=== reg_load_arbiter ===
Fig. 1: reg_load_arbiter, signal metal coverage by tile
The bar under the picture is 20 um long. The die is cut into 14 by 11 equal tiles; dark blue is low, red is high, scaled to the fullest tile. Values are wire area over tile area, all layers added.
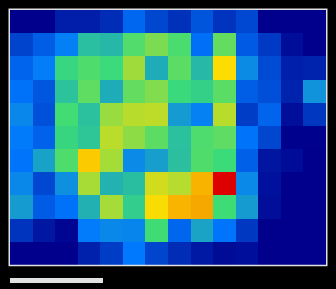
Fig. 2: reg_load_arbiter, clock nets
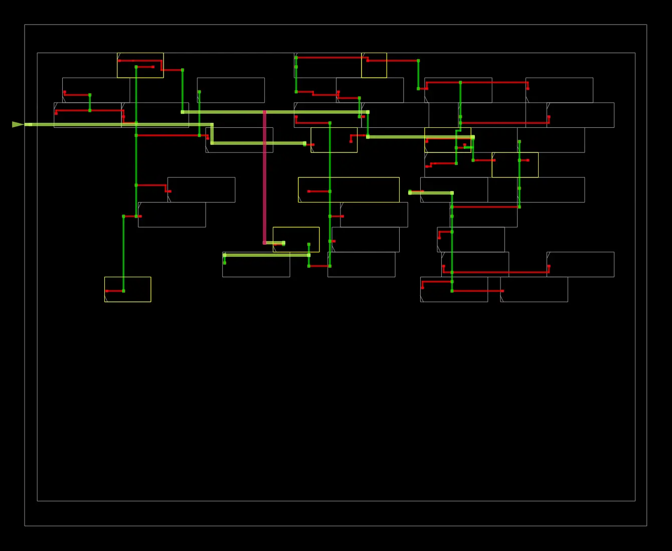
`src/rtl/reg_arb_pkg.sv`:
```
// ============================================================================
// Module      : reg_arb_pkg
// Description : Shared state encoding, default sizes and helpers for the
//               register-load arbiter.
// Revision    : 1.0 - initial release
// ============================================================================
`default_nettype none

package reg_arb_pkg;

  localparam int DEF_NREQ  = 4;
  localparam int DEF_WIDTH = 4;
  localparam int DEF_NREGS = 4;

  typedef enum logic [1:0] {
    ST_IDLE    = 2'd0,
    ST_GRANT   = 2'd1,
    ST_RELEASE = 2'd2
  } state_t;

  // Index width that never collapses to zero bits.
  function automatic int clog2_min1(input int n);
    return (n > 1) ? $clog2(n) : 1;
  endfunction

endpackage

`default_nettype wire

```
`src/rtl/reg_load_arbiter_rr_pick.sv`:
```
// ============================================================================
// Module      : rr_pick
// Description : Combinational round-robin picker; first request at or above
//               rr_ptr, wrapping at NREQ.
// Revision    : 1.0 - initial release
// ============================================================================
`default_nettype none

module rr_pick
  import reg_arb_pkg::*;
#(
  parameter int NREQ = DEF_NREQ,
  parameter int IW   = clog2_min1(DEF_NREQ)
) (
  input  logic [NREQ-1:0] req,
  input  logic [IW-1:0]   rr_ptr,
  output logic [NREQ-1:0] win_onehot,
  output logic [IW-1:0]   win_idx,
  output logic            valid
);

  logic [IW-1:0] cand;

  always_comb begin
    win_onehot = '0;
    win_idx    = '0;
    valid      = 1'b0;
    cand       = '0;
    for (int k = 0; k < NREQ; k++) begin
      cand = IW'((int'(rr_ptr) + k) % NREQ);
      if (!valid && req[cand]) begin
        valid            = 1'b1;
        win_idx          = cand;
        win_onehot[cand] = 1'b1;
      end
    end
  end

endmodule

`default_nettype wire

```
`src/rtl/reg_load_arbiter.sv`:
```
// ============================================================================
// Module      : reg_load_arbiter
// Description : Round-robin arbiter sharing a bank of load-enabled registers
//               between NREQ requesters. Optional macro REG_LOAD_ARB_LOCK_EN
//               adds a per-requester lock input for burst ownership.
// Revision    : 1.0 - initial release
// ============================================================================
`default_nettype none

module reg_load_arbiter
  import reg_arb_pkg::*;
#(
  parameter  int NREQ  = DEF_NREQ,
  parameter  int WIDTH = DEF_WIDTH,
  parameter  int NREGS = DEF_NREGS,
  localparam int AW    = clog2_min1(NREGS)
) (
  input  logic                  clk,
  input  logic                  reset,
  input  logic [NREQ-1:0]       req,
  input  logic [NREQ*AW-1:0]    req_addr,
  input  logic [NREQ*WIDTH-1:0] req_data,
`ifdef REG_LOAD_ARB_LOCK_EN
  input  logic [NREQ-1:0]       lock,
`endif
  output logic [NREQ-1:0]       gnt,
  output logic [NREGS-1:0]      load_en,
  output logic [WIDTH-1:0]      wr_data,
  output logic                  busy,
  output logic                  err_addr
);

  localparam int IW = clog2_min1(NREQ);

  state_t            state_q, state_d;
  logic [IW-1:0]     rr_ptr_q, rr_ptr_d;
  logic [IW-1:0]     win_q, win_d;
  logic [NREQ-1:0]   win_oh_q, win_oh_d;
  logic [AW-1:0]     addr_q, addr_d;
  logic [WIDTH-1:0]  data_q, data_d;
  logic [NREQ-1:0]   gnt_q, gnt_d;
  logic [NREGS-1:0]  load_en_q, load_en_d;
  logic [WIDTH-1:0]  wr_data_q, wr_data_d;
  logic              busy_q, busy_d;
  logic              err_addr_q, err_addr_d;
`ifdef REG_LOAD_ARB_LOCK_EN
  logic              lock_hold_q, lock_hold_d;
`endif

  logic [NREQ-1:0]   pick_onehot;
  logic [IW-1:0]     pick_idx;
  logic              pick_valid;

  rr_pick #(
    .NREQ (NREQ),
    .IW   (IW)
  ) u_rr_pick (
    .req        (req),
    .rr_ptr     (rr_ptr_q),
    .win_onehot (pick_onehot),
    .win_idx    (pick_idx),
    .valid      (pick_valid)
  );

  function automatic logic [IW-1:0] ptr_after(input logic [IW-1:0] idx);
    return IW'((int'(idx) + 1) % NREQ);
  endfunction

  always_comb begin
    state_d    = state_q;
    rr_ptr_d   = rr_ptr_q;
    win_d      = win_q;
    win_oh_d   = win_oh_q;
    addr_d     = addr_q;
    data_d     = data_q;
    gnt_d      = '0;
    load_en_d  = '0;
    wr_data_d  = wr_data_q;
    err_addr_d = err_addr_q;
`ifdef REG_LOAD_ARB_LOCK_EN
    lock_hold_d = lock_hold_q;
`endif

    case (state_q)
      ST_IDLE: begin
`ifdef REG_LOAD_ARB_LOCK_EN
        // A locked owner that stops requesting hands priority to its neighbour.
        if (lock_hold_q && !req[rr_ptr_q]) begin
          lock_hold_d = 1'b0;
          rr_ptr_d    = ptr_after(rr_ptr_q);
        end
`endif
        if (pick_valid) begin
          win_d    = pick_idx;
          win_oh_d = pick_onehot;
          addr_d   = req_addr[pick_idx*AW +: AW];
          data_d   = req_data[pick_idx*WIDTH +: WIDTH];
          state_d  = ST_GRANT;
        end
      end

      ST_GRANT: begin
        gnt_d     = win_oh_q;
        wr_data_d = data_q;
        if (32'(addr_q) >= 32'(NREGS)) begin
          err_addr_d = 1'b1;
        end else begin
          for (int r = 0; r < NREGS; r++) begin
            load_en_d[r] = (32'(addr_q) == 32'(r));
          end
        end
        rr_ptr_d = ptr_after(win_q);
`ifdef REG_LOAD_ARB_LOCK_EN
        if (lock[win_q]) begin
          rr_ptr_d    = win_q;
          lock_hold_d = 1'b1;
        end else begin
          lock_hold_d = 1'b0;
        end
`endif
        state_d = ST_RELEASE;
      end

      ST_RELEASE: state_d = ST_IDLE;

      default: state_d = ST_IDLE;
    endcase

    busy_d = (state_d == ST_GRANT) || (state_d == ST_RELEASE);
  end

  always_ff @(posedge clk) begin
    if (reset) begin
      state_q    <= ST_IDLE;
      rr_ptr_q   <= '0;
      win_q      <= '0;
      win_oh_q   <= '0;
      addr_q     <= '0;
      data_q     <= '0;
      gnt_q      <= '0;
      load_en_q  <= '0;
      wr_data_q  <= '0;
      busy_q     <= 1'b0;
      err_addr_q <= 1'b0;
`ifdef REG_LOAD_ARB_LOCK_EN
      lock_hold_q <= 1'b0;
`endif
    end else begin
      state_q    <= state_d;
      rr_ptr_q   <= rr_ptr_d;
      win_q      <= win_d;
      win_oh_q   <= win_oh_d;
      addr_q     <= addr_d;
      data_q     <= data_d;
      gnt_q      <= gnt_d;
      load_en_q  <= load_en_d;
      wr_data_q  <= wr_data_d;
      busy_q     <= busy_d;
      err_addr_q <= err_addr_d;
`ifdef REG_LOAD_ARB_LOCK_EN
      lock_hold_q <= lock_hold_d;
`endif
    end
  end

  assign gnt      = gnt_q;
  assign load_en  = load_en_q;
  assign wr_data  = wr_data_q;
  assign busy     = busy_q;
  assign err_addr = err_addr_q;

endmodule

`default_nettype wire
```
`config.mk`:
```
export PLATFORM = sky130hd
export DESIGN_NAME = reg_load_arbiter
export DESIGN_NICKNAME = d
export VERILOG_FILES = /design/src/rtl/reg_arb_pkg.sv /design/src/rtl/reg_load_arbiter_rr_pick.sv /design/src/rtl/reg_load_arbiter.sv
export SDC_FILE = /design/constraint.sdc
export NUM_CORES = 1
export LEC_CHECK = 0
export ABC_AREA = 1
export CAP_MARGIN = 5
export CORE_ASPECT_RATIO = 0.8
export CORE_UTILIZATION = 51
export CTS_BUF_LIST = sky130_fd_sc_hd__clkbuf_4 sky130_fd_sc_hd__clkbuf_8
export DETAILED_ROUTE_END_ITERATION = 8
export PLACE_DENSITY = 0.91
export SLEW_MARGIN = 20
export SYNTH_ARGS = -nofsm -noshare
export SYNTH_HDL_FRONTEND = slang
export SYNTH_SLANG_ARGS = --single-unit
```
`constraint.sdc`:
```
create_clock -name clk -period 2.63 [get_ports clk]
set_input_delay 0.3945 -clock clk [delete_from_list [all_inputs] [get_ports clk]]
set_output_delay 0.3945 -clock clk [all_outputs]
set_load 0.1 [all_outputs]
```
==> reports/metrics.yaml <==
outcome:
  status: "finished, final reports clean"
detailed_routing:
  postRouteWirelength_mm: 4.211
  wl_met1_mm: 1.916
  routed.top_layer: "met4"
synth:
  top_logic_kind: "simple AND/OR/NAND/NOR gates"
  synth-xor-area-share: 0.004933
  synth.avg_cell_area_um2: 7.130
  ys_sh_adder: 0.03524
grt:
  grt_max_degree: 18
  met3_usage: 0.06458
  grt_pass1_vias: 1554
layout:
  final_cell_mix: "49 x nand2_1, 37 x inv_1, 29 x dfxtp_1, 29 x clkdlybuf4s50_1"
  final-instance-count-excl-fill: 338
  flop-count: 29
  final_area_um2: 2313
cts:
  cts_resized: 0
  cts.clk_slew.worst_paths_ns: 0.06
critical_path:
  r2r_slack_ns: 0.26
  cp_slowest_cell: "dfxtp_1"
  path_cells: "inv_8 -> ha_1 -> inv_1 -> nand3_1 -> nand2_1 -> nand3_4 -> nand3_4 -> inv_4 -> nand2_1 -> nor2_1 -> o211ai_1 -> nand2_1"
  cp.depth: 12
  rr_startpoint: "rr_ptr_q[0]"
  critical_path.endpoint: "data_q[0]"
  arrival_ns: 2.60
  critPathRequiredTime_ns: 2.85
sta:
  slew_violations: 0
  layout_min_cycle_time_ns: 2.370
worst_hold_path:
  hold_start: "win_oh_q[2]"
die:
  rows: 18
placement:
  post_dp_cell_area_um2: 2193
  gp_congestion: 0.9403
power:
  peakVddDrop_v: 0.0008403
Notes on Fig. 1 above:
The mean over all tiles is 0.19. 24% of the tiles are over half the peak. 15% of the tiles are nearly empty. The emptiest ninth of the die: bottom right. The fullest tile reaches 0.63. The densest ninth of the die: middle.

Notes on Fig. 2 above:
TritonCTS buffer count: 5
# clk buffers: 7
Setup Skew: 0.007692 ns


=== dot_acc_seq ===
Fig. 3: dot_acc_seq, clock nets
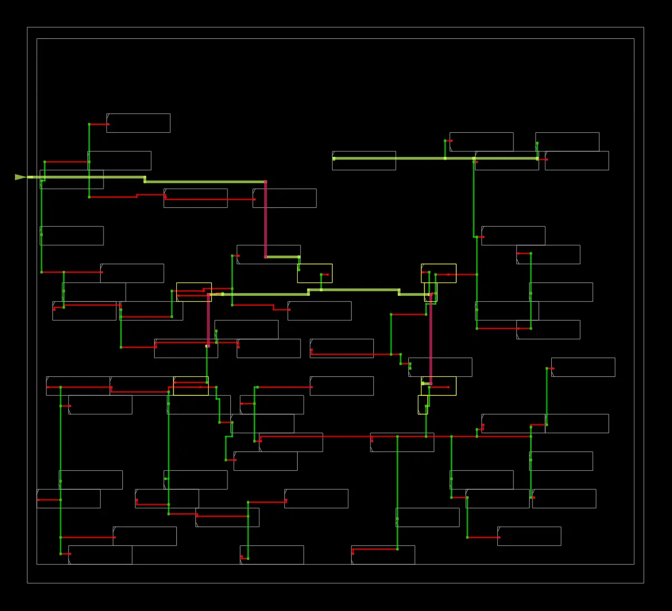
Fig. 4: dot_acc_seq, zoomed window
The bar under the picture is 20 um long. Region (20, 31) to (70, 81) um. Cells in gray, sequential cells in the stronger gray; small squares are vias.
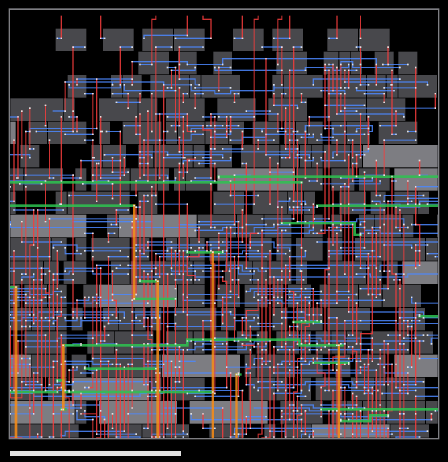
Fig. 5: dot_acc_seq, M1 wires
The bar under the picture is 20 um long.
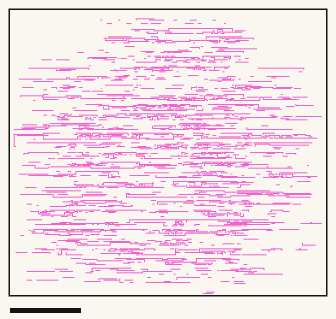
**src/rtl/dot_acc_pkg.sv**
```systemverilog
// dot_acc_pkg: shared FSM state type, default widths and coefficient range for dot_acc_seq
package dot_acc_pkg;
  typedef enum logic [1:0] {IDLE, ACCUM, HOLD} state_e;
  localparam int SAMP_W = 9;
  localparam int COEF_W = 2;
  localparam int ACC_W = 16;
  localparam int COEF_MIN = -2;
  localparam int COEF_MAX = 1;
endpackage

```
**src/rtl/mac9x2_add16.sv**
```systemverilog
// mac9x2_add16: combinational signed multiply-add, sum = acc + samp*coef modulo 2^ACC_W
module mac9x2_add16 #(
  parameter int SAMP_W = dot_acc_pkg::SAMP_W,
  parameter int COEF_W = dot_acc_pkg::COEF_W,
  parameter int ACC_W = dot_acc_pkg::ACC_W
) (
  input  logic [SAMP_W-1:0] samp,
  input  logic [COEF_W-1:0] coef,
  input  logic [ACC_W-1:0]  acc,
  output logic [ACC_W-1:0]  sum
);
  logic signed [SAMP_W+COEF_W-1:0] prod;
  assign prod = $signed(samp) * $signed(coef);
  assign sum = acc + ACC_W'(prod);
endmodule

```
**src/rtl/dot_acc_seq.sv**
```systemverilog
// dot_acc_seq: sequential dot-product engine with coefficient bank and valid/ready handshakes
module dot_acc_seq #(
  parameter int N_TAPS = 8,
  parameter int SAMP_W = dot_acc_pkg::SAMP_W,
  parameter int COEF_W = dot_acc_pkg::COEF_W,
  parameter int ACC_W = dot_acc_pkg::ACC_W
) (
  input  logic                      clk,
  input  logic                      rst_n,
  input  logic                      coef_wr_en,
  input  logic [$clog2(N_TAPS)-1:0] coef_wr_addr,
  input  logic [COEF_W-1:0]         coef_wr_data,
  input  logic [ACC_W-1:0]          bias,
  input  logic                      start,
  input  logic                      s_valid,
  output logic                      s_ready,
  input  logic [SAMP_W-1:0]         s_data,
  output logic                      m_valid,
  input  logic                      m_ready,
  output logic [ACC_W-1:0]          m_data,
  output logic                      busy
);
  import dot_acc_pkg::*;
  localparam int TW = $clog2(N_TAPS);
  state_e state;
  logic [ACC_W-1:0] acc;
  logic [ACC_W-1:0] sum;
  logic [TW-1:0] tap;
  logic [COEF_W-1:0] coef [N_TAPS];
  logic last;
  assign last = tap == TW'(N_TAPS - 1);
  mac9x2_add16 #(.SAMP_W(SAMP_W), .COEF_W(COEF_W), .ACC_W(ACC_W)) u_mac (
    .samp(s_data),
    .coef(coef[tap]),
    .acc(acc),
    .sum(sum)
  );
  always_ff @(posedge clk or negedge rst_n)
    if (!rst_n) begin
      state <= IDLE;
      acc <= '0;
      tap <= '0;
      coef <= '{default: '0};
      s_ready <= 1'b0;
      m_valid <= 1'b0;
      m_data <= '0;
      busy <= 1'b0;
    end else
      case (state)
        IDLE: begin
          if (coef_wr_en) coef[coef_wr_addr] <= coef_wr_data;
          if (start) begin
            acc <= bias;
            tap <= '0;
            s_ready <= 1'b1;
            busy <= 1'b1;
            state <= ACCUM;
          end
        end
        ACCUM: if (s_valid) begin
          acc <= sum;
          tap <= tap + 1'b1;
          if (last) begin
            m_data <= sum;
            m_valid <= 1'b1;
            s_ready <= 1'b0;
            state <= HOLD;
          end
        end
        HOLD: if (m_ready) begin
          m_valid <= 1'b0;
          busy <= 1'b0;
          state <= IDLE;
        end
        default: state <= IDLE;
      endcase
endmodule
```
**config.mk**
```make
export PLATFORM = sky130hd
export DESIGN_NAME = dot_acc_seq
export DESIGN_NICKNAME = d
export VERILOG_FILES = /design/src/rtl/dot_acc_pkg.sv /design/src/rtl/mac9x2_add16.sv /design/src/rtl/dot_acc_seq.sv
export SDC_FILE = /design/constraint.sdc
export NUM_CORES = 1
export LEC_CHECK = 0
export CORE_ASPECT_RATIO = 0.9
export CORE_UTILIZATION = 55
export CTS_CLUSTER_SIZE = 30
export DETAILED_ROUTE_END_ITERATION = 6
export PLACE_DENSITY = 0.88
export SYNTH_ARGS = -nofsm -noshare
export SYNTH_HDL_FRONTEND = slang
export SYNTH_SLANG_ARGS = --single-unit
```
**constraint.sdc**
```tcl
create_clock -name clk -period 6.37 [get_ports clk]
set_input_delay 1.274 -clock clk [delete_from_list [all_inputs] [get_ports clk]]
set_output_delay 1.274 -clock clk [all_outputs]
set_load 0.005 [all_outputs]
```
==> reports/metrics.yaml <==
layout:
  flop-count: 56
  n_antenna_cell: 0
  areaGrowthSynthToFinish_pct: 18.23
  mi_logic_area_um2: 2253
  fillers: 540
critical_path:
  critPathRequiredTime_ns: 6.59
  cp.depth: 21
  critPathKind: "in2reg"
  r2r_cells: 21
grt:
  grt_util_met2: 0.4221
  met3_usage: 0.03597
synth:
  ys_sh_aoi: 0.1574
  synth-edff-count: 0
  synth.top_cell.area_share: 0.3718
  ys_types: 51
  yosysTopAreaCell: "dfrtp_1"
  top_logic_kind: "AND-OR/OR-AND gates"
die:
  core_area_um2: 6586
  initial_core_util: 0.5722
sta:
  fin_setup_tns_ns: 0
outcome:
  status: "finished, final reports clean"
placement:
  post_dp_cell_area_um2: 4378
  placed_cells: 523
  io_buffers: 54
worst_hold_path:
  min_to: "m_data[8]"
## Picture notes: Fig. 3
CTS sink count: 56
Worst-Skew Late Latency: 0.31 ns
Setup Skew: 0.007933 ns
TritonCTS buffer count: 5

## Picture notes: Fig. 4
Key: metal 4 = orange; metal 2 = red; metal 1 = blue; metal 3 = green
Netlist names of flops here include `acc` (8), `coef` (2), `m_data` (2). Most frequent: ha_1 (30), nor2_1 (21), nand2_1 (17). 217 logic cells have their middle in the window. Sequential cells in the window: 13.

## Picture notes: Fig. 5
The wires run mostly horizontal. The layer holds 45% of the routed length. The longest straight run is 39.1 um. The layer carries 3850 um of wire. 469 nets have wire on it.


=== act_sequencer ===
File: src/rtl/act_sequencer.sv
// act_sequencer: command-driven sequencer streaming a vector through the activation unit
module act_sequencer #(
  parameter int ADDR_WIDTH = 12,
  parameter int DATA_WIDTH = 32,
  parameter int DIM_WIDTH  = 4,
  parameter int TIMEOUT    = 15
) (
  input  logic                  clk,
  input  logic                  rst_n,
  input  logic                  cmd_valid,
  output logic                  cmd_ready,
  input  logic [6:0]            cmd_opcode,
  input  logic [ADDR_WIDTH-1:0] cmd_src_addr,
  input  logic [ADDR_WIDTH-1:0] cmd_dst_addr,
  input  logic [DIM_WIDTH-1:0]  cmd_len,
  output logic                  mem_rd_en,
  output logic [ADDR_WIDTH-1:0] mem_rd_addr,
  input  logic [DATA_WIDTH-1:0] mem_rd_data,
  output logic                  act_valid,
  output logic [6:0]            act_opcode,
  output logic [DATA_WIDTH-1:0] act_data,
  input  logic                  act_res_valid,
  input  logic [DATA_WIDTH-1:0] act_res_data,
  output logic                  mem_wr_en,
  output logic [ADDR_WIDTH-1:0] mem_wr_addr,
  output logic [DATA_WIDTH-1:0] mem_wr_data,
  output logic                  busy,
  output logic                  done,
  output logic                  err,
  output logic [DIM_WIDTH-1:0]  elem_cnt
);
  localparam int TW = $clog2(TIMEOUT + 1);

  typedef enum logic [2:0] {IDLE, READ, WAIT_RD, ISSUE, WAIT_RES, WRITE, DONE, ERR} state_t;

  state_t                state_q, state_d;
  logic [6:0]            opcode_q, opcode_d;
  logic [ADDR_WIDTH-1:0] src_q, src_d, dst_q, dst_d;
  logic [DIM_WIDTH-1:0]  len_q, len_d, cnt_q, cnt_d, cnt_inc;
  logic [DATA_WIDTH-1:0] operand_q, operand_d, result_q, result_d;
  logic [TW-1:0]         tmo_q, tmo_d;
  logic                  ready_q, ready_d, rd_en_q, rd_en_d, act_valid_q, act_valid_d;
  logic                  wr_en_q, wr_en_d, busy_q, busy_d, done_q, done_d, err_q, err_d;
  logic [ADDR_WIDTH-1:0] rd_addr_q, rd_addr_d, wr_addr_q, wr_addr_d;
  logic                  legal;

  assign legal   = (cmd_opcode == 7'h4A) || (cmd_opcode == 7'h4B);
  assign cnt_inc = cnt_q + 1'b1;

  // Next-state and next-output decode; outputs are registered off the next state so they line up with it
  always_comb begin
    state_d   = state_q;
    opcode_d  = opcode_q;
    src_d     = src_q;
    dst_d     = dst_q;
    len_d     = len_q;
    cnt_d     = cnt_q;
    operand_d = operand_q;
    result_d  = result_q;
    tmo_d     = tmo_q;
    case (state_q)
      IDLE: if (cmd_valid) begin
        opcode_d = cmd_opcode;
        src_d    = cmd_src_addr;
        dst_d    = cmd_dst_addr;
        len_d    = cmd_len;
        cnt_d    = '0;
        state_d  = !legal ? ERR : (cmd_len == '0) ? DONE : READ;
      end
      READ:    state_d = WAIT_RD;
      WAIT_RD: begin
        operand_d = mem_rd_data;
        state_d   = ISSUE;
      end
      ISSUE: begin
        tmo_d   = '0;
        state_d = WAIT_RES;
      end
      WAIT_RES: if (act_res_valid) begin
        result_d = act_res_data;
        state_d  = WRITE;
      end else if (tmo_q == TW'(TIMEOUT)) begin
        state_d = ERR;
      end else begin
        tmo_d = tmo_q + 1'b1;
      end
      WRITE: begin
        cnt_d   = cnt_inc;
        state_d = (cnt_inc == len_q) ? DONE : READ;
      end
      default: state_d = IDLE;
    endcase
    ready_d     = state_d == IDLE;
    busy_d      = state_d != IDLE;
    rd_en_d     = state_d == READ;
    act_valid_d = state_d == ISSUE;
    wr_en_d     = state_d == WRITE;
    done_d      = state_d == DONE;
    err_d       = state_d == ERR;
    rd_addr_d   = src_d + ADDR_WIDTH'(cnt_d);
    wr_addr_d   = dst_d + ADDR_WIDTH'(cnt_d);
  end

  // State, command latches and registered outputs; async reset abandons any command in flight
  always_ff @(posedge clk or negedge rst_n) begin
    if (!rst_n) begin
      state_q     <= IDLE;
      opcode_q    <= '0;
      src_q       <= '0;
      dst_q       <= '0;
      len_q       <= '0;
      cnt_q       <= '0;
      operand_q   <= '0;
      result_q    <= '0;
      tmo_q       <= '0;
      ready_q     <= 1'b1;
      busy_q      <= 1'b0;
      rd_en_q     <= 1'b0;
      act_valid_q <= 1'b0;
      wr_en_q     <= 1'b0;
      done_q      <= 1'b0;
      err_q       <= 1'b0;
      rd_addr_q   <= '0;
      wr_addr_q   <= '0;
    end else begin
      state_q     <= state_d;
      opcode_q    <= opcode_d;
      src_q       <= src_d;
      dst_q       <= dst_d;
      len_q       <= len_d;
      cnt_q       <= cnt_d;
      operand_q   <= operand_d;
      result_q    <= result_d;
      tmo_q       <= tmo_d;
      ready_q     <= ready_d;
      busy_q      <= busy_d;
      rd_en_q     <= rd_en_d;
      act_valid_q <= act_valid_d;
      wr_en_q     <= wr_en_d;
      done_q      <= done_d;
      err_q       <= err_d;
      rd_addr_q   <= rd_addr_d;
      wr_addr_q   <= wr_addr_d;
    end
  end

  assign cmd_ready   = ready_q;
  assign busy        = busy_q;
  assign mem_rd_en   = rd_en_q;
  assign mem_rd_addr = rd_addr_q;
  assign act_valid   = act_valid_q;
  assign act_opcode  = opcode_q;
  assign act_data    = operand_q;
  assign mem_wr_en   = wr_en_q;
  assign mem_wr_addr = wr_addr_q;
  assign mem_wr_data = result_q;
  assign done        = done_q;
  assign err         = err_q;
  assign elem_cnt    = cnt_q;
endmodule
File: config.mk
export PLATFORM = sky130hd
export DESIGN_NAME = act_sequencer
export DESIGN_NICKNAME = d
export VERILOG_FILES = /design/src/rtl/act_sequencer.sv
export SDC_FILE = /design/constraint.sdc
export NUM_CORES = 1
export LEC_CHECK = 0
export CORE_MARGIN = 1.5
export CORE_UTILIZATION = 40
export DETAILED_ROUTE_END_ITERATION = 8
export PLACE_DENSITY = 0.79
export SLEW_MARGIN = 20
export SYNTH_ARGS = -nofsm -noshare
export SYNTH_HDL_FRONTEND = slang
export SYNTH_SLANG_ARGS = --single-unit
File: constraint.sdc
create_clock -name clk -period 4.87 [get_ports clk]
set_clock_uncertainty 0.05 [all_clocks]
set_input_delay 0.7305 -clock clk [delete_from_list [all_inputs] [get_ports clk]]
set_output_delay 0.7305 -clock clk [all_outputs]
set_load 0.01 [all_outputs]
Fig. 6: act_sequencer, zoomed window
The bar under the picture is 20 um long. Region (38, 63) to (88, 113) um. Cells in gray, sequential cells in the stronger gray; small squares are vias.
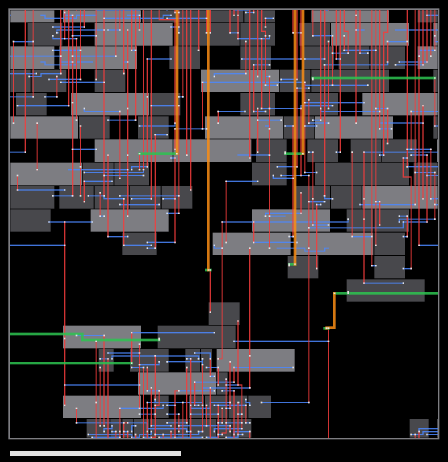
Key: metal 4 = orange; metal 2 = red; metal 3 = green; metal 1 = blue
Sequential cells in the window: 25. 98 logic cells have their middle in the window. Most frequent: clkdlybuf4s50_1 (29), dfrtp_1 (25), mux2_2 (17). Netlist names of flops here include `act_data` (10), `mem_wr_data` (10), `tmo_q` (4).

==> reports/metrics.yaml <==
critical_path:
  crit_fanout: 27
  critPathRequiredTime_ns: 5.11
  rr_startpoint: "state_q[1]"
  critical_path.endpoint: "mem_rd_addr[8]"
  r2r_cells: 11
  cp_slowest_cell: "or2_2"
placement:
  io_buffers: 208
  dp_slack_ns: 0.7494
detailed_routing:
  postRouteWirelength_mm: 14.42
  routed.top_layer: "met4"
  routed-wl-met2_mm: 7.252
  wl_per_cell_um: 15.91
  wl_met1_mm: 5.859
layout:
  final-instance-count-excl-fill: 906
  flop_area_um2: 3530
  final_area_um2: 8929
  layout.nets: 821
  final-nonclk-buf-share: 0.2375
  num-nonclk-buffers: 213
synth:
  async_flop_share: 1.000
  synth-xor-area-share: 0.04091
  ys_types: 55
  ys_sh_aoi: 0.05990
  simple_gate_area_frac: 0.1252
  yosys.cell_count.top_type: "dfrtp_1"
cts:
  clockRootBuffer: "clkbuf_16"
  hold_buffers: 0
  cts_setup_buffers: 0
  cts_max_path_buffers: 2
  cts_tree: "yes"
  cts_buffers: 17
  h-tree-depth: 4
power:
  power_density_nw_per_um2: 677.2
  power_frac_comb: 0.415
  total_power_mw: 6.047
  clkPwrFrac: 0.243
  clock_power_mw: 1.47
  p_int_mw: 4.115
outcome:
  status: "finished, final reports clean"
die:
  initial_core_util: 0.4109
grt:
  busiest_layer: "met2"
  grt_pass1_wl_mm: 23.78
sta:
  fin_setup_tns_ns: 0
  worst_slew_pin_slew_ns: 0.9225
Fig. 7: act_sequencer, clock nets
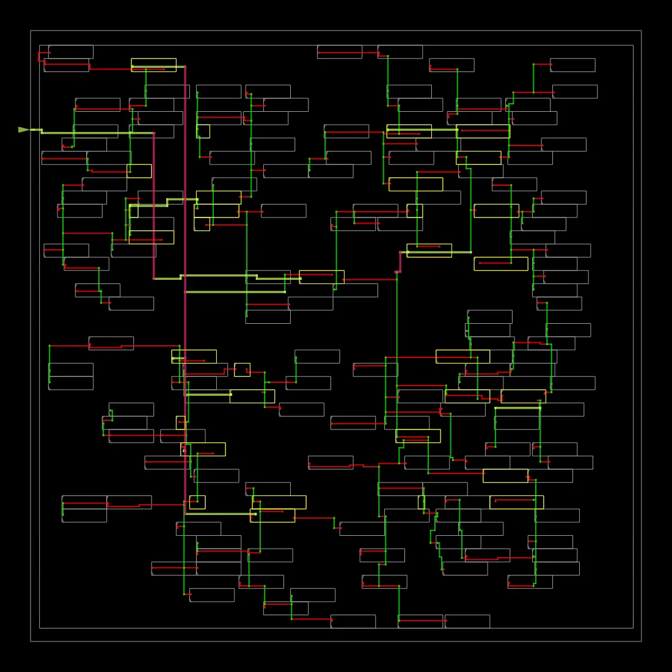
flip-flop and latch count: 141
CTS sink count: 141
# clk buffers: 19



==> screenshots <==
I/O pins on the die edge.
Plate I
The bar under the picture is 20 um long. Pins as bars across the die edge, other pins in gray.
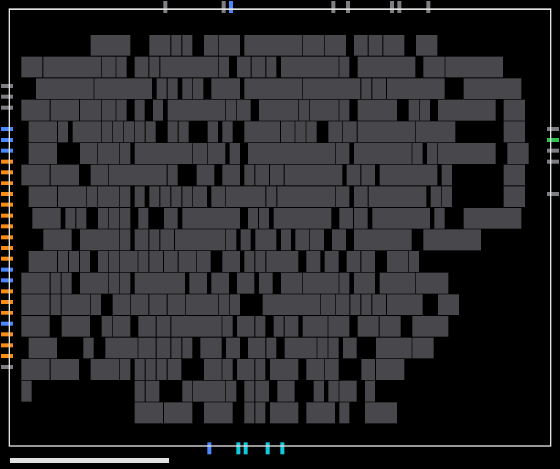
Plate II
The bar under the picture is 50 um long. Pins as bars across the die edge, other pins in gray.
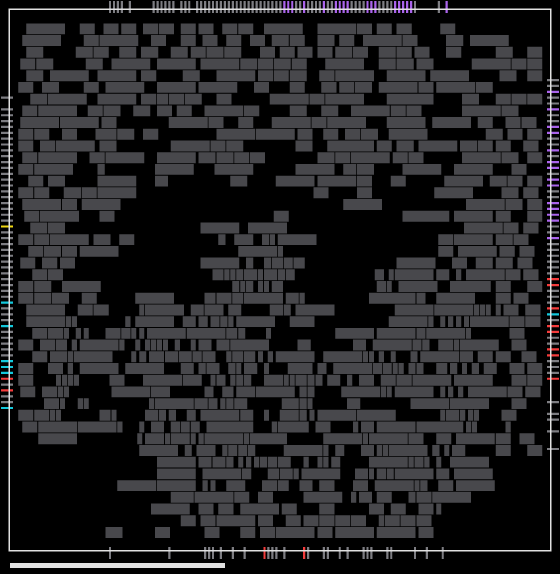
Plate III
The bar under the picture is 20 um long. Pins as bars across the die edge, other pins in gray.
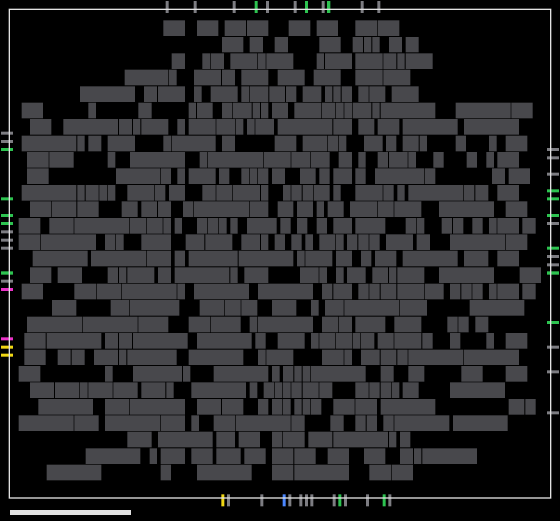
- Plate II = act_sequencer
- Plate III = dot_acc_seq
- Plate I = reg_load_arbiter
- smallest die: Plate I

Power and IR drop assume default switching activity.
